# design 1

### Selected gate families, design 1

Drawn at 8 px/um.
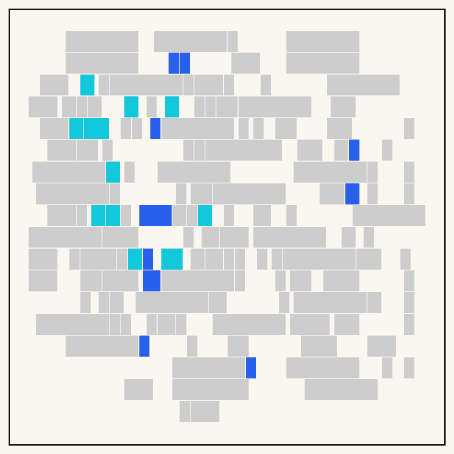

[config.mk]
export PLATFORM = sky130hd
export DESIGN_NAME = pwm_compare_stage_flat
export DESIGN_NICKNAME = d
export VERILOG_FILES = /design/src/rtl/pwm_compare_stage_if.sv /design/src/rtl/pwm_compare_stage.sv /design/src/flat_wrapper.sv
export SDC_FILE = /design/constraint.sdc
export NUM_CORES = 1
export LEC_CHECK = 0
export ABC_AREA = 1
export CORE_MARGIN = 2
export CORE_UTILIZATION = 48
export CTS_CLUSTER_SIZE = 24
export DETAILED_ROUTE_END_ITERATION = 10
export PLACE_DENSITY = 0.81
export RECOVER_POWER = 100
export SETUP_SLACK_MARGIN = 0.15
export SLEW_MARGIN = 20
export SYNTH_ARGS = -nofsm -noshare
export SYNTH_HDL_FRONTEND = slang
export SYNTH_SLANG_ARGS = --single-unit
[constraint.sdc]
create_clock -name clock -period 3.75 [get_ports clock]
set_clock_uncertainty 0.15 [all_clocks]
set_input_delay 1.125 -clock clock [delete_from_list [all_inputs] [get_ports clock]]
set_output_delay 1.125 -clock clock [all_outputs]
set_load 0.1 [all_outputs]
[src/rtl/pwm_compare_stage_if.sv]
// Config port of the PWM compare stage: duty/polarity word offered with a valid/ready handshake.
interface pwm_compare_stage_if #(
    parameter int unsigned N = 4
);
    logic         cfg_valid;
    logic         cfg_ready;
    logic [N:0]   cfg_duty;
    logic         cfg_invert;

    modport master (output cfg_valid, output cfg_duty, output cfg_invert, input cfg_ready);
    modport slave  (input cfg_valid, input cfg_duty, input cfg_invert, output cfg_ready);
endinterface

[src/rtl/pwm_compare_stage.sv]
// Registered PWM generator fed by an upstream modulo-COUNT counter; duty/polarity
// updates are shadowed and only take effect at a period start.
module pwm_compare_stage #(
    parameter int unsigned N     = 4,
    parameter int unsigned COUNT = 16
) (
    input  logic                clock,
    input  logic                clear_n,
    input  logic [N-1:0]        cnt_in,
    pwm_compare_stage_if.slave  cfg,
    output logic                pwm_out,
    output logic                wrap_pulse,
    output logic [7:0]          periods
);

    localparam logic [N:0] COUNT_W = COUNT[N:0];

    logic [N-1:0] prev_cnt_q,    prev_cnt_d;
    logic         first_q,       first_d;
    logic         pending_q,     pending_d;
    logic [N:0]   pend_duty_q,   pend_duty_d;
    logic         pend_inv_q,    pend_inv_d;
    logic [N:0]   active_duty_q, active_duty_d;
    logic         active_inv_q,  active_inv_d;
    logic         cfg_ready_q,   cfg_ready_d;
    logic         pwm_q,         pwm_d;
    logic         wrap_q,        wrap_d;
    logic [7:0]   periods_q,     periods_d;

    logic         start;
    logic         accept;
    logic [N:0]   eff_duty;
    logic         eff_inv;
    logic [N:0]   duty_clamped;

    // A start is the first cycle of a run of zeros, so a held zero counts once.
    assign start        = (cnt_in == '0) && (first_q || (prev_cnt_q != '0));
    assign accept       = cfg.cfg_valid && cfg_ready_q;
    assign eff_duty     = (start && pending_q) ? pend_duty_q : active_duty_q;
    assign eff_inv      = (start && pending_q) ? pend_inv_q  : active_inv_q;
    assign duty_clamped = (cfg.cfg_duty > COUNT_W) ? COUNT_W : cfg.cfg_duty;

    always_comb begin
        prev_cnt_d    = cnt_in;
        first_d       = 1'b0;
        pending_d     = pending_q;
        pend_duty_d   = pend_duty_q;
        pend_inv_d    = pend_inv_q;
        active_duty_d = active_duty_q;
        active_inv_d  = active_inv_q;
        cfg_ready_d   = cfg_ready_q;
        pwm_d         = ({1'b0, cnt_in} < eff_duty) ^ eff_inv;
        wrap_d        = start;
        periods_d     = periods_q + {7'd0, start};

        if (start && pending_q) begin
            active_duty_d = pend_duty_q;
            active_inv_d  = pend_inv_q;
            pending_d     = 1'b0;
            cfg_ready_d   = 1'b1;
        end
        // Accept only happens with nothing pending, so it never races the consume above.
        if (accept) begin
            pend_duty_d = duty_clamped;
            pend_inv_d  = cfg.cfg_invert;
            pending_d   = 1'b1;
            cfg_ready_d = 1'b0;
        end
    end

    always_ff @(posedge clock or negedge clear_n) begin
        if (!clear_n) begin
            prev_cnt_q    <= '0;
            first_q       <= 1'b1;
            pending_q     <= 1'b0;
            pend_duty_q   <= '0;
            pend_inv_q    <= 1'b0;
            active_duty_q <= '0;
            active_inv_q  <= 1'b0;
            cfg_ready_q   <= 1'b1;
            pwm_q         <= 1'b0;
            wrap_q        <= 1'b0;
            periods_q     <= '0;
        end else begin
            prev_cnt_q    <= prev_cnt_d;
            first_q       <= first_d;
            pending_q     <= pending_d;
            pend_duty_q   <= pend_duty_d;
            pend_inv_q    <= pend_inv_d;
            active_duty_q <= active_duty_d;
            active_inv_q  <= active_inv_d;
            cfg_ready_q   <= cfg_ready_d;
            pwm_q         <= pwm_d;
            wrap_q        <= wrap_d;
            periods_q     <= periods_d;
        end
    end

    assign cfg.cfg_ready = cfg_ready_q;
    assign pwm_out       = pwm_q;
    assign wrap_pulse    = wrap_q;
    assign periods       = periods_q;

endmodule

[src/flat_wrapper.sv]
// flat-port wrapper written by rule: the top's interface ports become plain ports
module pwm_compare_stage_flat 
#(
    parameter int unsigned N     = 4,
    parameter int unsigned COUNT = 16
)
  (clock, clear_n, cnt_in, pwm_out, wrap_pulse, periods, cfg_cfg_valid, cfg_cfg_duty, cfg_cfg_invert, cfg_cfg_ready);
  pwm_compare_stage_if #(.N(N)) cfg_i ();
  input  logic clock;
  input  logic clear_n;
  input  logic [N-1:0] cnt_in;
  output logic pwm_out;
  output logic wrap_pulse;
  output logic [7:0] periods;
  input wire logic [$bits(cfg_i.cfg_valid)-1:0] cfg_cfg_valid;
  input wire logic [$bits(cfg_i.cfg_duty)-1:0] cfg_cfg_duty;
  input wire logic [$bits(cfg_i.cfg_invert)-1:0] cfg_cfg_invert;
  output wire logic [$bits(cfg_i.cfg_ready)-1:0] cfg_cfg_ready;
  assign cfg_i.cfg_valid = cfg_cfg_valid;
  assign cfg_i.cfg_duty = cfg_cfg_duty;
  assign cfg_i.cfg_invert = cfg_cfg_invert;
  assign cfg_cfg_ready = cfg_i.cfg_ready;
  pwm_compare_stage #(.N(N), .COUNT(COUNT)) u_core (.clock(clock), .clear_n(clear_n), .cnt_in(cnt_in), .cfg(cfg_i), .pwm_out(pwm_out), .wrap_pulse(wrap_pulse), .periods(periods));
endmodule
# design 2

===== src/rtl/cnn_pkg.sv =====
// cnn_pkg: shared CNN accelerator constants, the pooling FSM state type and a
// signed max helper.
//   DW    - feature-map word width (signed 4.16 fixed point)
//   IN_W  - input map width/height; OUT_W is the pooled map width/height
//   RD_AW - layer-0 (input map) address width
//   WR_AW - layer-1 (pooled map) address width
package cnn_pkg;

  localparam int unsigned DW    = 20;
  localparam int unsigned IN_W  = 64;
  localparam int unsigned OUT_W = IN_W / 2;
  localparam int unsigned RD_AW = 12;
  localparam int unsigned WR_AW = 10;

  typedef enum logic [2:0] {
    StIdle,
    StRd0,
    StRd1,
    StRd2,
    StRd3,
    StCmp,
    StWr,
    StDone
  } pool_state_e;

  // Signed maximum; on a tie either operand is the same word.
  function automatic logic [DW-1:0] smax(input logic [DW-1:0] a, input logic [DW-1:0] b);
    return ($signed(a) >= $signed(b)) ? a : b;
  endfunction

endpackage


===== src/rtl/maxpool_layer_if.sv =====
// maxpool_layer_if: bundles the pooling stage's control handshake and both
// memory ports.
//   start/busy/finish         - pass control
//   crd/caddr_rd/cdata_rd     - layer-0 read port (one-cycle read latency)
//   cwr/caddr_wr/cdata_wr     - layer-1 write port
// master: the pooling stage. slave: the surrounding system / memories.
interface maxpool_layer_if;
  import cnn_pkg::*;

  logic             start;
  logic             busy;
  logic             finish;
  logic             crd;
  logic [RD_AW-1:0] caddr_rd;
  logic [DW-1:0]    cdata_rd;
  logic             cwr;
  logic [WR_AW-1:0] caddr_wr;
  logic [DW-1:0]    cdata_wr;

  modport master (
    input  start, cdata_rd,
    output busy, finish, crd, caddr_rd, cwr, caddr_wr, cdata_wr
  );

  modport slave (
    output start, cdata_rd,
    input  busy, finish, crd, caddr_rd, cwr, caddr_wr, cdata_wr
  );

endinterface


===== src/rtl/pool_addr_gen.sv =====
// pool_addr_gen: holds the output pixel counter k and maps (k, read phase) to the
// layer-0 read address of the corresponding 2x2 window element.
//   i_clk, i_reset - clock, synchronous active-low reset
//   i_clr          - restart k at 0 (pass start)
//   i_inc          - advance k to the next output pixel
//   i_state        - pooling FSM state; RD0..RD3 select the window element
//   o_k            - current output index (also the layer-1 write address)
//   o_last         - k is the final output pixel
//   o_caddr_rd     - read address, 0 outside the read states
module pool_addr_gen
  import cnn_pkg::*;
(
  input  logic             i_clk,
  input  logic             i_reset,
  input  logic             i_clr,
  input  logic             i_inc,
  input  pool_state_e      i_state,
  output logic [WR_AW-1:0] o_k,
  output logic             o_last,
  output logic [RD_AW-1:0] o_caddr_rd
);

  logic [WR_AW-1:0] r_k;
  logic [RD_AW-1:0] w_base;

  always_ff @(posedge i_clk) begin
    if (!i_reset) begin
      r_k <= '0;
    end else if (i_clr) begin
      r_k <= '0;
    end else if (i_inc) begin
      r_k <= r_k + 1'b1;
    end
  end

  // Window top-left is row 2*oy, col 2*ox: the low bit of each field is zero, so
  // the +1 / +64 / +65 offsets never carry.
  assign w_base = {r_k[9:5], 1'b0, r_k[4:0], 1'b0};

  always_comb begin
    o_caddr_rd = '0;
    case (i_state)
      StRd0:   o_caddr_rd = w_base;
      StRd1:   o_caddr_rd = w_base + RD_AW'(1);
      StRd2:   o_caddr_rd = w_base + RD_AW'(IN_W);
      StRd3:   o_caddr_rd = w_base + RD_AW'(IN_W + 1);
      default: o_caddr_rd = '0;
    endcase
  end

  assign o_k    = r_k;
  assign o_last = (r_k == '1);

endmodule


===== src/rtl/maxpool_layer.sv =====
// maxpool_layer: 2x2 stride-2 max pooling of the 64x64 layer-0 map into the
// 32x32 layer-1 map, raster order, six cycles per output pixel.
//   i_clk   - clock, rising edge
//   i_reset - synchronous active-low reset
//   io_bus  - control handshake plus layer-0 read / layer-1 write ports
// All outputs are decoded from registered state only.
module maxpool_layer
  import cnn_pkg::*;
(
  input  logic            i_clk,
  input  logic            i_reset,
  maxpool_layer_if.master io_bus
);

  pool_state_e      r_state, w_state_next;
  logic [DW-1:0]    r_max, w_max_next;
  logic             w_clr, w_inc, w_last;
  logic [WR_AW-1:0] w_k;
  logic [RD_AW-1:0] w_caddr_rd;

  pool_addr_gen u_addr_gen (
    .i_clk      (i_clk),
    .i_reset    (i_reset),
    .i_clr      (w_clr),
    .i_inc      (w_inc),
    .i_state    (r_state),
    .o_k        (w_k),
    .o_last     (w_last),
    .o_caddr_rd (w_caddr_rd)
  );

  always_ff @(posedge i_clk) begin
    if (!i_reset) begin
      r_state <= StIdle;
      r_max   <= '0;
    end else begin
      r_state <= w_state_next;
      r_max   <= w_max_next;
    end
  end

  // Read data lags the address by one cycle, so RD1 captures the RD0 word and
  // CMP folds in the RD3 word.
  always_comb begin
    w_state_next = r_state;
    w_max_next   = r_max;
    w_clr        = 1'b0;
    w_inc        = 1'b0;
    case (r_state)
      StIdle: begin
        if (io_bus.start) begin
          w_state_next = StRd0;
          w_clr        = 1'b1;
        end
      end
      StRd0: w_state_next = StRd1;
      StRd1: begin
        w_state_next = StRd2;
        w_max_next   = io_bus.cdata_rd;
      end
      StRd2: begin
        w_state_next = StRd3;
        w_max_next   = smax(r_max, io_bus.cdata_rd);
      end
      StRd3: begin
        w_state_next = StCmp;
        w_max_next   = smax(r_max, io_bus.cdata_rd);
      end
      StCmp: begin
        w_state_next = StWr;
        w_max_next   = smax(r_max, io_bus.cdata_rd);
      end
      StWr: begin
        if (w_last) begin
          w_state_next = StDone;
        end else begin
          w_inc        = 1'b1;
          w_state_next = StRd0;
        end
      end
      StDone:  w_state_next = StIdle;
      default: w_state_next = StIdle;
    endcase
  end

  assign io_bus.crd      = (r_state == StRd0) || (r_state == StRd1) ||
                           (r_state == StRd2) || (r_state == StRd3);
  assign io_bus.caddr_rd = w_caddr_rd;
  assign io_bus.cwr      = (r_state == StWr);
  assign io_bus.caddr_wr = (r_state == StWr) ? w_k : '0;
  assign io_bus.cdata_wr = (r_state == StWr) ? r_max : '0;
  assign io_bus.busy     = (r_state != StIdle);
  assign io_bus.finish   = (r_state == StDone);

endmodule


===== src/flat_wrapper.sv =====
// flat-port wrapper written by rule: the top's interface ports become plain ports
module maxpool_layer_flat import cnn_pkg::*;
  (i_clk, i_reset, io_bus_start, io_bus_cdata_rd, io_bus_busy, io_bus_finish, io_bus_crd, io_bus_caddr_rd, io_bus_cwr, io_bus_caddr_wr, io_bus_cdata_wr);
  maxpool_layer_if io_bus_i ();
  input  logic i_clk;
  input  logic i_reset;
  input wire logic [$bits(io_bus_i.start)-1:0] io_bus_start;
  input wire logic [$bits(io_bus_i.cdata_rd)-1:0] io_bus_cdata_rd;
  output wire logic [$bits(io_bus_i.busy)-1:0] io_bus_busy;
  output wire logic [$bits(io_bus_i.finish)-1:0] io_bus_finish;
  output wire logic [$bits(io_bus_i.crd)-1:0] io_bus_crd;
  output wire logic [$bits(io_bus_i.caddr_rd)-1:0] io_bus_caddr_rd;
  output wire logic [$bits(io_bus_i.cwr)-1:0] io_bus_cwr;
  output wire logic [$bits(io_bus_i.caddr_wr)-1:0] io_bus_caddr_wr;
  output wire logic [$bits(io_bus_i.cdata_wr)-1:0] io_bus_cdata_wr;
  assign io_bus_i.start = io_bus_start;
  assign io_bus_i.cdata_rd = io_bus_cdata_rd;
  assign io_bus_busy = io_bus_i.busy;
  assign io_bus_finish = io_bus_i.finish;
  assign io_bus_crd = io_bus_i.crd;
  assign io_bus_caddr_rd = io_bus_i.caddr_rd;
  assign io_bus_cwr = io_bus_i.cwr;
  assign io_bus_caddr_wr = io_bus_i.caddr_wr;
  assign io_bus_cdata_wr = io_bus_i.cdata_wr;
  maxpool_layer u_core (.i_clk(i_clk), .i_reset(i_reset), .io_bus(io_bus_i));
endmodule

===== config.mk =====
export PLATFORM = sky130hd
export DESIGN_NAME = maxpool_layer_flat
export DESIGN_NICKNAME = d
export VERILOG_FILES = /design/src/rtl/cnn_pkg.sv /design/src/rtl/maxpool_layer_if.sv /design/src/rtl/pool_addr_gen.sv /design/src/rtl/maxpool_layer.sv /design/src/flat_wrapper.sv
export SDC_FILE = /design/constraint.sdc
export NUM_CORES = 1
export LEC_CHECK = 0
export CORE_MARGIN = 4
export CORE_UTILIZATION = 51
export DETAILED_ROUTE_END_ITERATION = 12
export MAX_ROUTING_LAYER = met4
export PLACE_DENSITY = 0.86
export SLEW_MARGIN = 0
export SYNTH_ARGS = -nofsm -noshare
export SYNTH_HDL_FRONTEND = slang
export SYNTH_SLANG_ARGS = --single-unit
export TNS_END_PERCENT = 20

===== constraint.sdc =====
create_clock -name i_clk -period 6.8 [get_ports i_clk]
set_clock_uncertainty 0.05 [all_clocks]
set_input_delay 1.36 -clock i_clk [delete_from_list [all_inputs] [get_ports i_clk]]
set_output_delay 1.36 -clock i_clk [all_outputs]
set_load 0.02 [all_outputs]

# design 3

`src/rtl/board_link_tx_scheduler.sv`:
```
// ---------------------------------------------------------------------------
// board_link_tx_scheduler
// Master-board scheduler for the shared 4-bit cross-board code link that
// feeds the slave LED decoder. Requesters are arbitrated round-robin. Each
// accepted code is held for HOLD_CYCLES so the slave's input synchroniser
// captures it cleanly, and it is always followed by idle code 15. The link
// therefore only ever moves between 15 and a code, never from one code
// straight to another. Boss-scene mode pre-empts requesters and drives
// code 14 for as long as it stays asserted.
// ---------------------------------------------------------------------------
module board_link_tx_scheduler #(
   parameter int N_REQ       = 4,  // number of requesters (2..8)
   parameter int HOLD_CYCLES = 8,  // cycles each code is held (>=4)
   parameter int GAP_CYCLES  = 4   // idle-15 cycles after each code or boss exit (>=1)
) (
   input  logic                 clk,
   input  logic                 rst,
   input  logic [N_REQ-1:0]     req,
   input  logic [4*N_REQ-1:0]   req_code,
   input  logic                 boss_mode,
   output logic [N_REQ-1:0]     grant,
   output logic                 err,
   output logic [3:0]           data_out,
   output logic                 busy
);

   localparam int CNT_MAX = (HOLD_CYCLES > GAP_CYCLES) ? HOLD_CYCLES : GAP_CYCLES;
   localparam int CNT_W   = $clog2(CNT_MAX + 1);
   localparam int PTR_W   = $clog2(N_REQ);

   localparam logic [3:0] CODE_IDLE = 4'd15;
   localparam logic [3:0] CODE_BOSS = 4'd14;

   typedef enum logic [1:0] {
      IDLE = 2'd0,
      SEND = 2'd1,
      GAP  = 2'd2,
      BOSS = 2'd3
   } state_t;

   state_t               state;
   state_t               state_next;
   logic [CNT_W-1:0]     cnt;
   logic [CNT_W-1:0]     cnt_next;
   logic [PTR_W-1:0]     rr_ptr;
   logic [PTR_W-1:0]     rr_next;
   logic [3:0]           data_next;
   logic [N_REQ-1:0]     grant_next;
   logic                 err_next;

   // Arbiter results
   logic                 found;
   logic [PTR_W-1:0]     winner;
   logic [3:0]           win_code;
   logic [PTR_W-1:0]     rr_after;

   // Round-robin search: first set request at or above rr_ptr, wrapping mod N_REQ.
   always_comb begin
      logic [PTR_W:0] idx;
      // NOTE: every variable written here gets a default first, so no path can leave one unassigned and infer a latch.
      found  = 1'b0;
      winner = '0;
      idx    = '0;
      for (int off = 0; off < N_REQ; off++) begin
         idx = {1'b0, rr_ptr} + (PTR_W+1)'(off);
         if (idx >= (PTR_W+1)'(N_REQ)) begin
            idx = idx - (PTR_W+1)'(N_REQ);
         end
         if (!found && req[idx[PTR_W-1:0]]) begin
            found  = 1'b1;
            winner = idx[PTR_W-1:0];
         end
      end
   end

   // Code of the winning requester and the pointer value that follows it.
   always_comb begin
      win_code = req_code[{winner, 2'b00} +: 4];
      rr_after = (winner == PTR_W'(N_REQ - 1)) ? '0 : winner + 1'b1;
   end

   // Next-state and next-output decode; every registered output is computed here.
   always_comb begin
      state_next = state;
      cnt_next   = cnt;
      rr_next    = rr_ptr;
      data_next  = data_out;
      grant_next = '0;
      err_next   = 1'b0;

      unique case (state)
         IDLE: begin
            data_next = CODE_IDLE;
            if (boss_mode) begin
               // Boss scene outranks any pending request; requests wait, none are lost.
               state_next = BOSS;
               data_next  = CODE_BOSS;
            end else if (found) begin
               grant_next[winner] = 1'b1;
               rr_next            = rr_after;
               cnt_next           = CNT_W'(1);
               if (win_code >= CODE_BOSS) begin
                  // Reserved codes would be misread by the slave: drop and flag.
                  err_next   = 1'b1;
                  state_next = GAP;
               end else begin
                  state_next = SEND;
                  data_next  = win_code;
               end
            end
         end

         SEND: begin
            // Code is never truncated: boss_mode and new requests wait for the hold to end.
            if (cnt == CNT_W'(HOLD_CYCLES)) begin
               state_next = GAP;
               data_next  = CODE_IDLE;
               cnt_next   = CNT_W'(1);
            end else begin
               cnt_next = cnt + 1'b1;
            end
         end

         GAP: begin
            data_next = CODE_IDLE;
            if (cnt == CNT_W'(GAP_CYCLES)) begin
               state_next = IDLE;
               cnt_next   = '0;
            end else begin
               cnt_next = cnt + 1'b1;
            end
         end

         BOSS: begin
            data_next = CODE_BOSS;
            if (!boss_mode) begin
               state_next = GAP;
               data_next  = CODE_IDLE;
               cnt_next   = CNT_W'(1);
            end
         end

         default: begin
            state_next = IDLE;
            data_next  = CODE_IDLE;
            cnt_next   = '0;
         end
      endcase
   end

   // State, counter, pointer and all link outputs are registered together.
   always_ff @(posedge clk) begin
      // NOTE: sequential state uses non-blocking assignments so every register samples pre-edge values.
      if (rst) begin
         state    <= IDLE;
         cnt      <= '0;
         rr_ptr   <= '0;
         data_out <= CODE_IDLE;
         grant    <= '0;
         err      <= 1'b0;
      end else begin
         state    <= state_next;
         cnt      <= cnt_next;
         rr_ptr   <= rr_next;
         data_out <= data_next;
         grant    <= grant_next;
         err      <= err_next;
      end
   end

   assign busy = (state != IDLE);

endmodule

```
`config.mk`:
```
export PLATFORM = sky130hd
export DESIGN_NAME = board_link_tx_scheduler
export DESIGN_NICKNAME = d
export VERILOG_FILES = /design/src/rtl/board_link_tx_scheduler.sv
export SDC_FILE = /design/constraint.sdc
export NUM_CORES = 1
export LEC_CHECK = 0
export CAP_MARGIN = 20
export CELL_PAD_IN_SITES_DETAIL_PLACEMENT = 2
export CELL_PAD_IN_SITES_GLOBAL_PLACEMENT = 2
export CORE_UTILIZATION = 24
export DETAILED_ROUTE_END_ITERATION = 7
export PLACE_DENSITY_LB_ADDON = 0.25
export SLEW_MARGIN = 20
export SYNTH_ARGS = -nofsm -noshare
export SYNTH_HDL_FRONTEND = slang
export SYNTH_SLANG_ARGS = --single-unit
```
`constraint.sdc`:
```
create_clock -name clk -period 2 [get_ports clk]
set_input_delay 0.3 -clock clk [delete_from_list [all_inputs] [get_ports clk]]
set_output_delay 0.3 -clock clk [all_outputs]
set_load 0.02 [all_outputs]
```

==> layout pictures side by side <==
Clock nets.
image #1
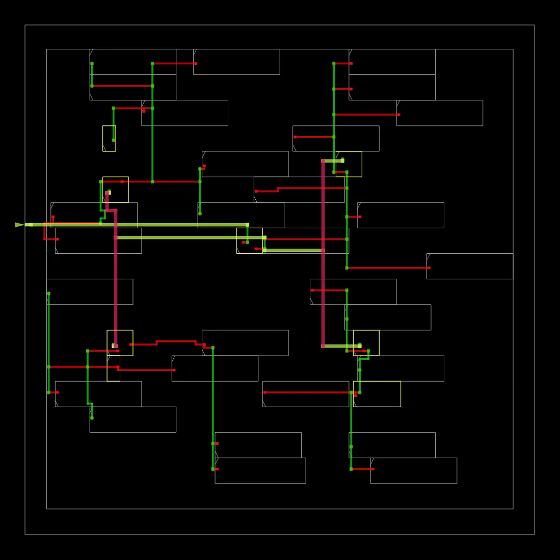
image #2
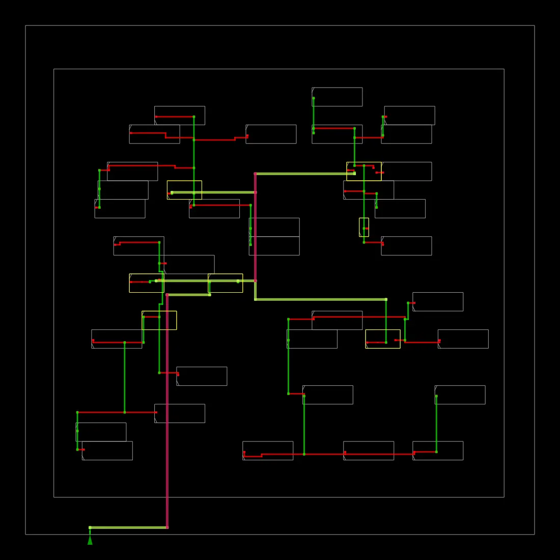
image #3
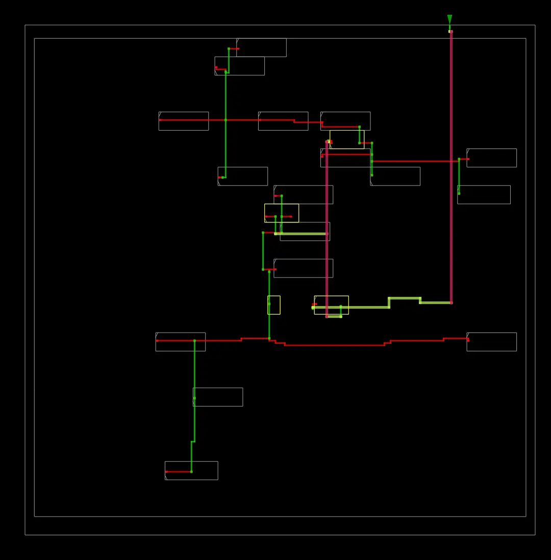
- fewest sequential cells: image #3
| picture | from |
|---|---|
| image #3 | design 3 |
| image #1 | design 1 |
| image #2 | design 2 |

### Local utilization, design 3

Drawn at 4 px/um. The die is cut into 8 by 8 equal tiles; dark purple is low, yellow is high, 0 to 100% covered.
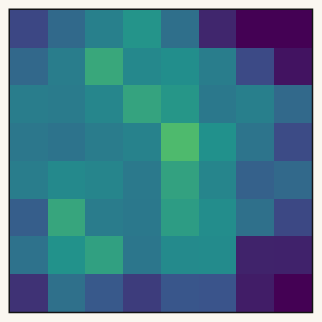
densest ninth of the die	centre
nearly empty tiles	4.7%
fullest tile	68%
mean over tiles	36%
Util after Layout: 42.04%
FP Core Util: 25.17%

==> CHANGELOG.md, design 3 <==
### Physical design

* Wire length on met1 at 2.099 mm
* Vias per cell at 4.952
* GR Layer Usage met3 at under 10%
* Comb_multi_in at 139
* Count of buffers from port buffering at 32
* Inverter count at 11
* H-tree depth at 1
* Tool Warnings at 35
* Comb pwr at ~1500 uW
* Clk cell area share at under 10%
* Adder-cell share of the synthesized area at about a tenth
* CP endpoint: state[0]
* Critical path required time at approximately 2.2 ns
* MaxCap Viol Count at 0
* DRT iter0 DRCs at 42
* RR Endpoint: state[0]
* Crit path launch type: flip-flop
* Latency at later pin at approximately 0.26 ns
* Total CTS buffers at 3
* Vias in the first global route at ~1800
* Status: finished, final reports clean
* CP Capture Type: flip-flop
* Largest net degree at the start of global routing at 16
* FF+latch area at approximately 350 um^2
* Async SR Flop Fraction at 0%
* Critical path peak fanout at 6
* R2R Setup Slk at around 0.076 ns
* Pwr Density at 1043 nW/um^2
* Setup violators final at 0
* P_leak at just over 0.0009 uW
* Mapped Area at roughly 1300 um^2
* Post-synth top flop: dfxtp_1
* Met2 usage in global routing at ~44%
* Post-synth regs at 17
* Worst Setup SP: rr_ptr[0]
* Hold WS at about 0.53 ns
* Top Family by Delay on Critical Path: AND-OR/OR-AND gates
* Root Buffer: clkbuf_8
* Seq/total area at approximately 16%
* Clock share of power at 12.0%
* Cell type with the largest total area: dfxtp_1
* Worst setup margin at 0.07623 ns
* Largest cells by area: dfxtp_1 (26%), ha_1 (11%), nand3_1 (6.6%)
* Hold endpoint: data_out[2]
design 3: placed cells by master, fill, tap and decap left out, types with 8 or more instances in the layout:
| master | Yosys | routed |
|---|---|---|
| nand2_1 | 13 | 12 |
| nor3_1 | 9 | 8 |
| ha_1 | 11 | 8 |
| buf_4 | 0 | 41 |
| o21ai_0 | 15 | 14 |
| a21oi_1 | 9 | 8 |
| nand3_1 | 17 | 17 |
| clkdlybuf4s50_1 | 0 | 27 |
| inv_1 | 10 | 8 |
| nor2_1 | 20 | 20 |
| dfxtp_1 | 17 | 13 |
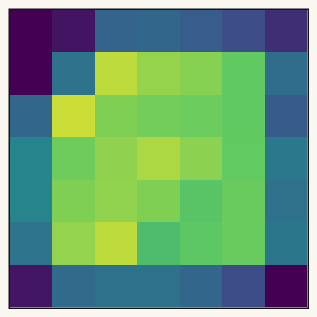
*Local utilization, design 2*
Drawn at 4 px/um. The die is cut into 7 by 7 equal tiles; dark purple is low, yellow is high, 0 to 100% covered.
densest ninth of the die	centre
tiles over 75% full	43%
fullest tile	92%
mean over tiles	53%
nearly empty tiles	6.1%
emptiest ninth of the die	upper left
FP Core Util: 54.58%
Util after Layout: 73.24%
CORE AREA: 4115 um^2

==> CHANGELOG.md, design 2 <==
### Physical design

* Status: finished, final reports clean
* Reg2reg path depth at 7
* Async SR Flop Fraction at 0%
* Top comb family, area: simple AND/OR/NAND/NOR gates
* Post-layout power at 480.6 uW
* Latency at later pin at just under 0.3 ns
* Worst Setup SP: io_bus_cdata_rd[13]
* Top cell area share at 29.42%
* Cell count in the Yosys report at 279
* Synth mux share at 10.25%
* Final HPWL DP at 3.809 mm
* Postcts setup bufs at 0
* Final global-route overflow total at 0
* Row count at 23
* RR Endpoint: u_core.r_max[11]
* RSZ-0062 raised after global routing: no
* # hold bufs at CTS at 0
* Global-route wire length before repair at ~8.5 mm
* Clock Path Buffers at 2
* Peak VDD IR at approximately 0.14 mV
* Worst setup margin at 2.534 ns
* Clk pin slew, worst setup/hold paths at 0.07 ns
* Slew headroom at 18.22%
* FF+latch area at around 660 um^2
* Comb pwr at ~110 uW
* Top cells by count: nand2_1 (44), and2_1 (39), dfxtp_1 (33)
* Post-synth top flop: dfxtp_1
* Post-synthesis sequential area ratio at between 20% and 30%
* Pre-antenna DRT Iters at 4
* Xor/xnor share at ~3.1%
* Synthesis area per yosys at about 2200 um^2
## design 2: critical path, stage by stage
cell	delay [ns]
clkdlybuf4s50_1	0.48
inv_1	0.05
ha_1	0.30
nand4_1	0.16
nor4_1	0.41
a21boi_1	0.24
or3_1	0.13
o311a_1	1.00
mux2i_1	0.29
## design 2: per-layer routing
metal  vias up  track usage (%)  wire length [um]
li1       1052                -                 -
met1       928            23.95              2383
met2        49            33.27              2418
met3         5            4.595               285
met4         0            4.941                49
met5         -                -                 0
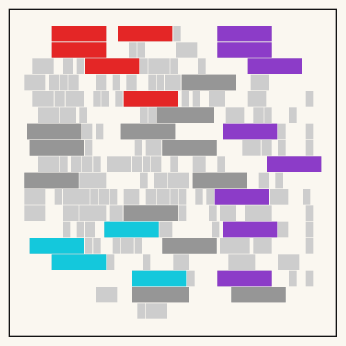
*Sequential cells grouped by signal name, design 1*
Drawn at 6 px/um. Other sequential cells in the stronger grey, the rest of the logic in the fainter grey.
netlist name	colour	flops
u_core.prev_cnt_q	cyan	4
u_core.periods	purple	8
u_core.pend_duty_q	red	5
not coloured	12
FF+latch area: 728.2 um^2
Util after Layout: 60.24%

Notes on 'Selected gate families' of design 1 above:
family	colour	cells	most used
aoi and oai cells	cyan	11	o21ai_0
nor cells	blue	10	nor2_1
Post-Layout Cell Count: 180
Comb/total area: 27.58%
most frequent logic cell in the layout: dfrtp_1

==> CHANGELOG.md, design 1 <==
### Physical design

* Worst Setup SP: cnt_in[2]
* # hold bufs at CTS at 0
* Max Fclk at approximately 0.3 GHz
* I/O pins at 24
* Vias in the first global route at roughly 840
* Synth mux share at 0%
* Async SR Flop Fraction at 100.0%
* Fin. max-slew vios at 30
* H-tree depth at 2
* Routed via count at slightly below 900
* Min-delay src: u_core.pend_inv_q
* Status: finished with violations
* Failing checks: max-capacitance violations, max-slew violations
* FP Core Util at 49.85%
* Hold WS at 0.3419 ns
* N_diodes at 0
* P_leak at about 0.00077 uW
* Fill count at 232
* Layout cells sized above 1 at 8.667%
* Registers at 29
* MaxCap Viol Count at 1
* Top comb family, area: simple AND/OR/NAND/NOR gates
* Count of buffers from port buffering at 23
* Adder-cell share of the synthesized area at slightly above 5%
[design 1: power breakdown]
part	leakage (uW)	total [uW]	switching (uW)	internal (uW)
combinational	0.000393	258	225	33.3
sequential	0.000346	362	21.3	341
clock	0.0000326	191	98.2	92.4
total	0.000771	811	344	467
[design 1: critical path, cell delays in order]
cell and delay (ns):
dlygate4sd3_1 0.59, inv_1 0.07, nand2_1 0.09, nor2_4 0.16, nand3_2 0.11, inv_1 0.19
nand2_1 0.06, o21ai_0 0.11, ha_1 0.29, a21oi_1 0.13, nor2_1 0.05, o211ai_1 0.19
nand2_1 0.08, nand2_1 0.06, nand2_1 0.05


==> gallery <==
Port wiring.
panel A
Drawn at 4 px/um.
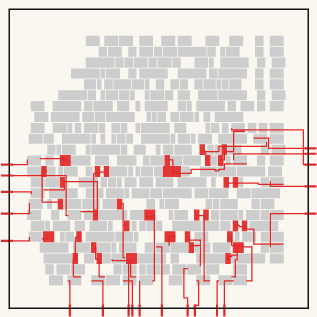
panel B
Drawn at 4 px/um.
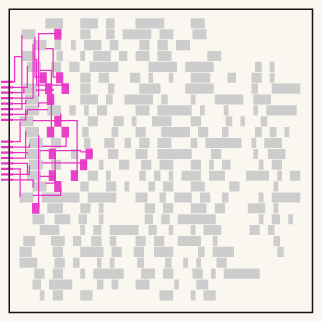
panel C
Drawn at 6 px/um.
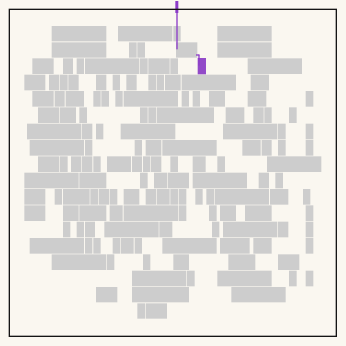
The one with the fewest cells is panel C.
panel B -> design 3
panel A -> design 2
panel C -> design 1

Key to panel A:
port	colour	direction	edge	end cells	buffers	wire
io_bus_cdata_rd	red	input	10 bottom, 5 right, 5 left	40	20	521 um

Power is estimated from default activity; no workload was simulated.
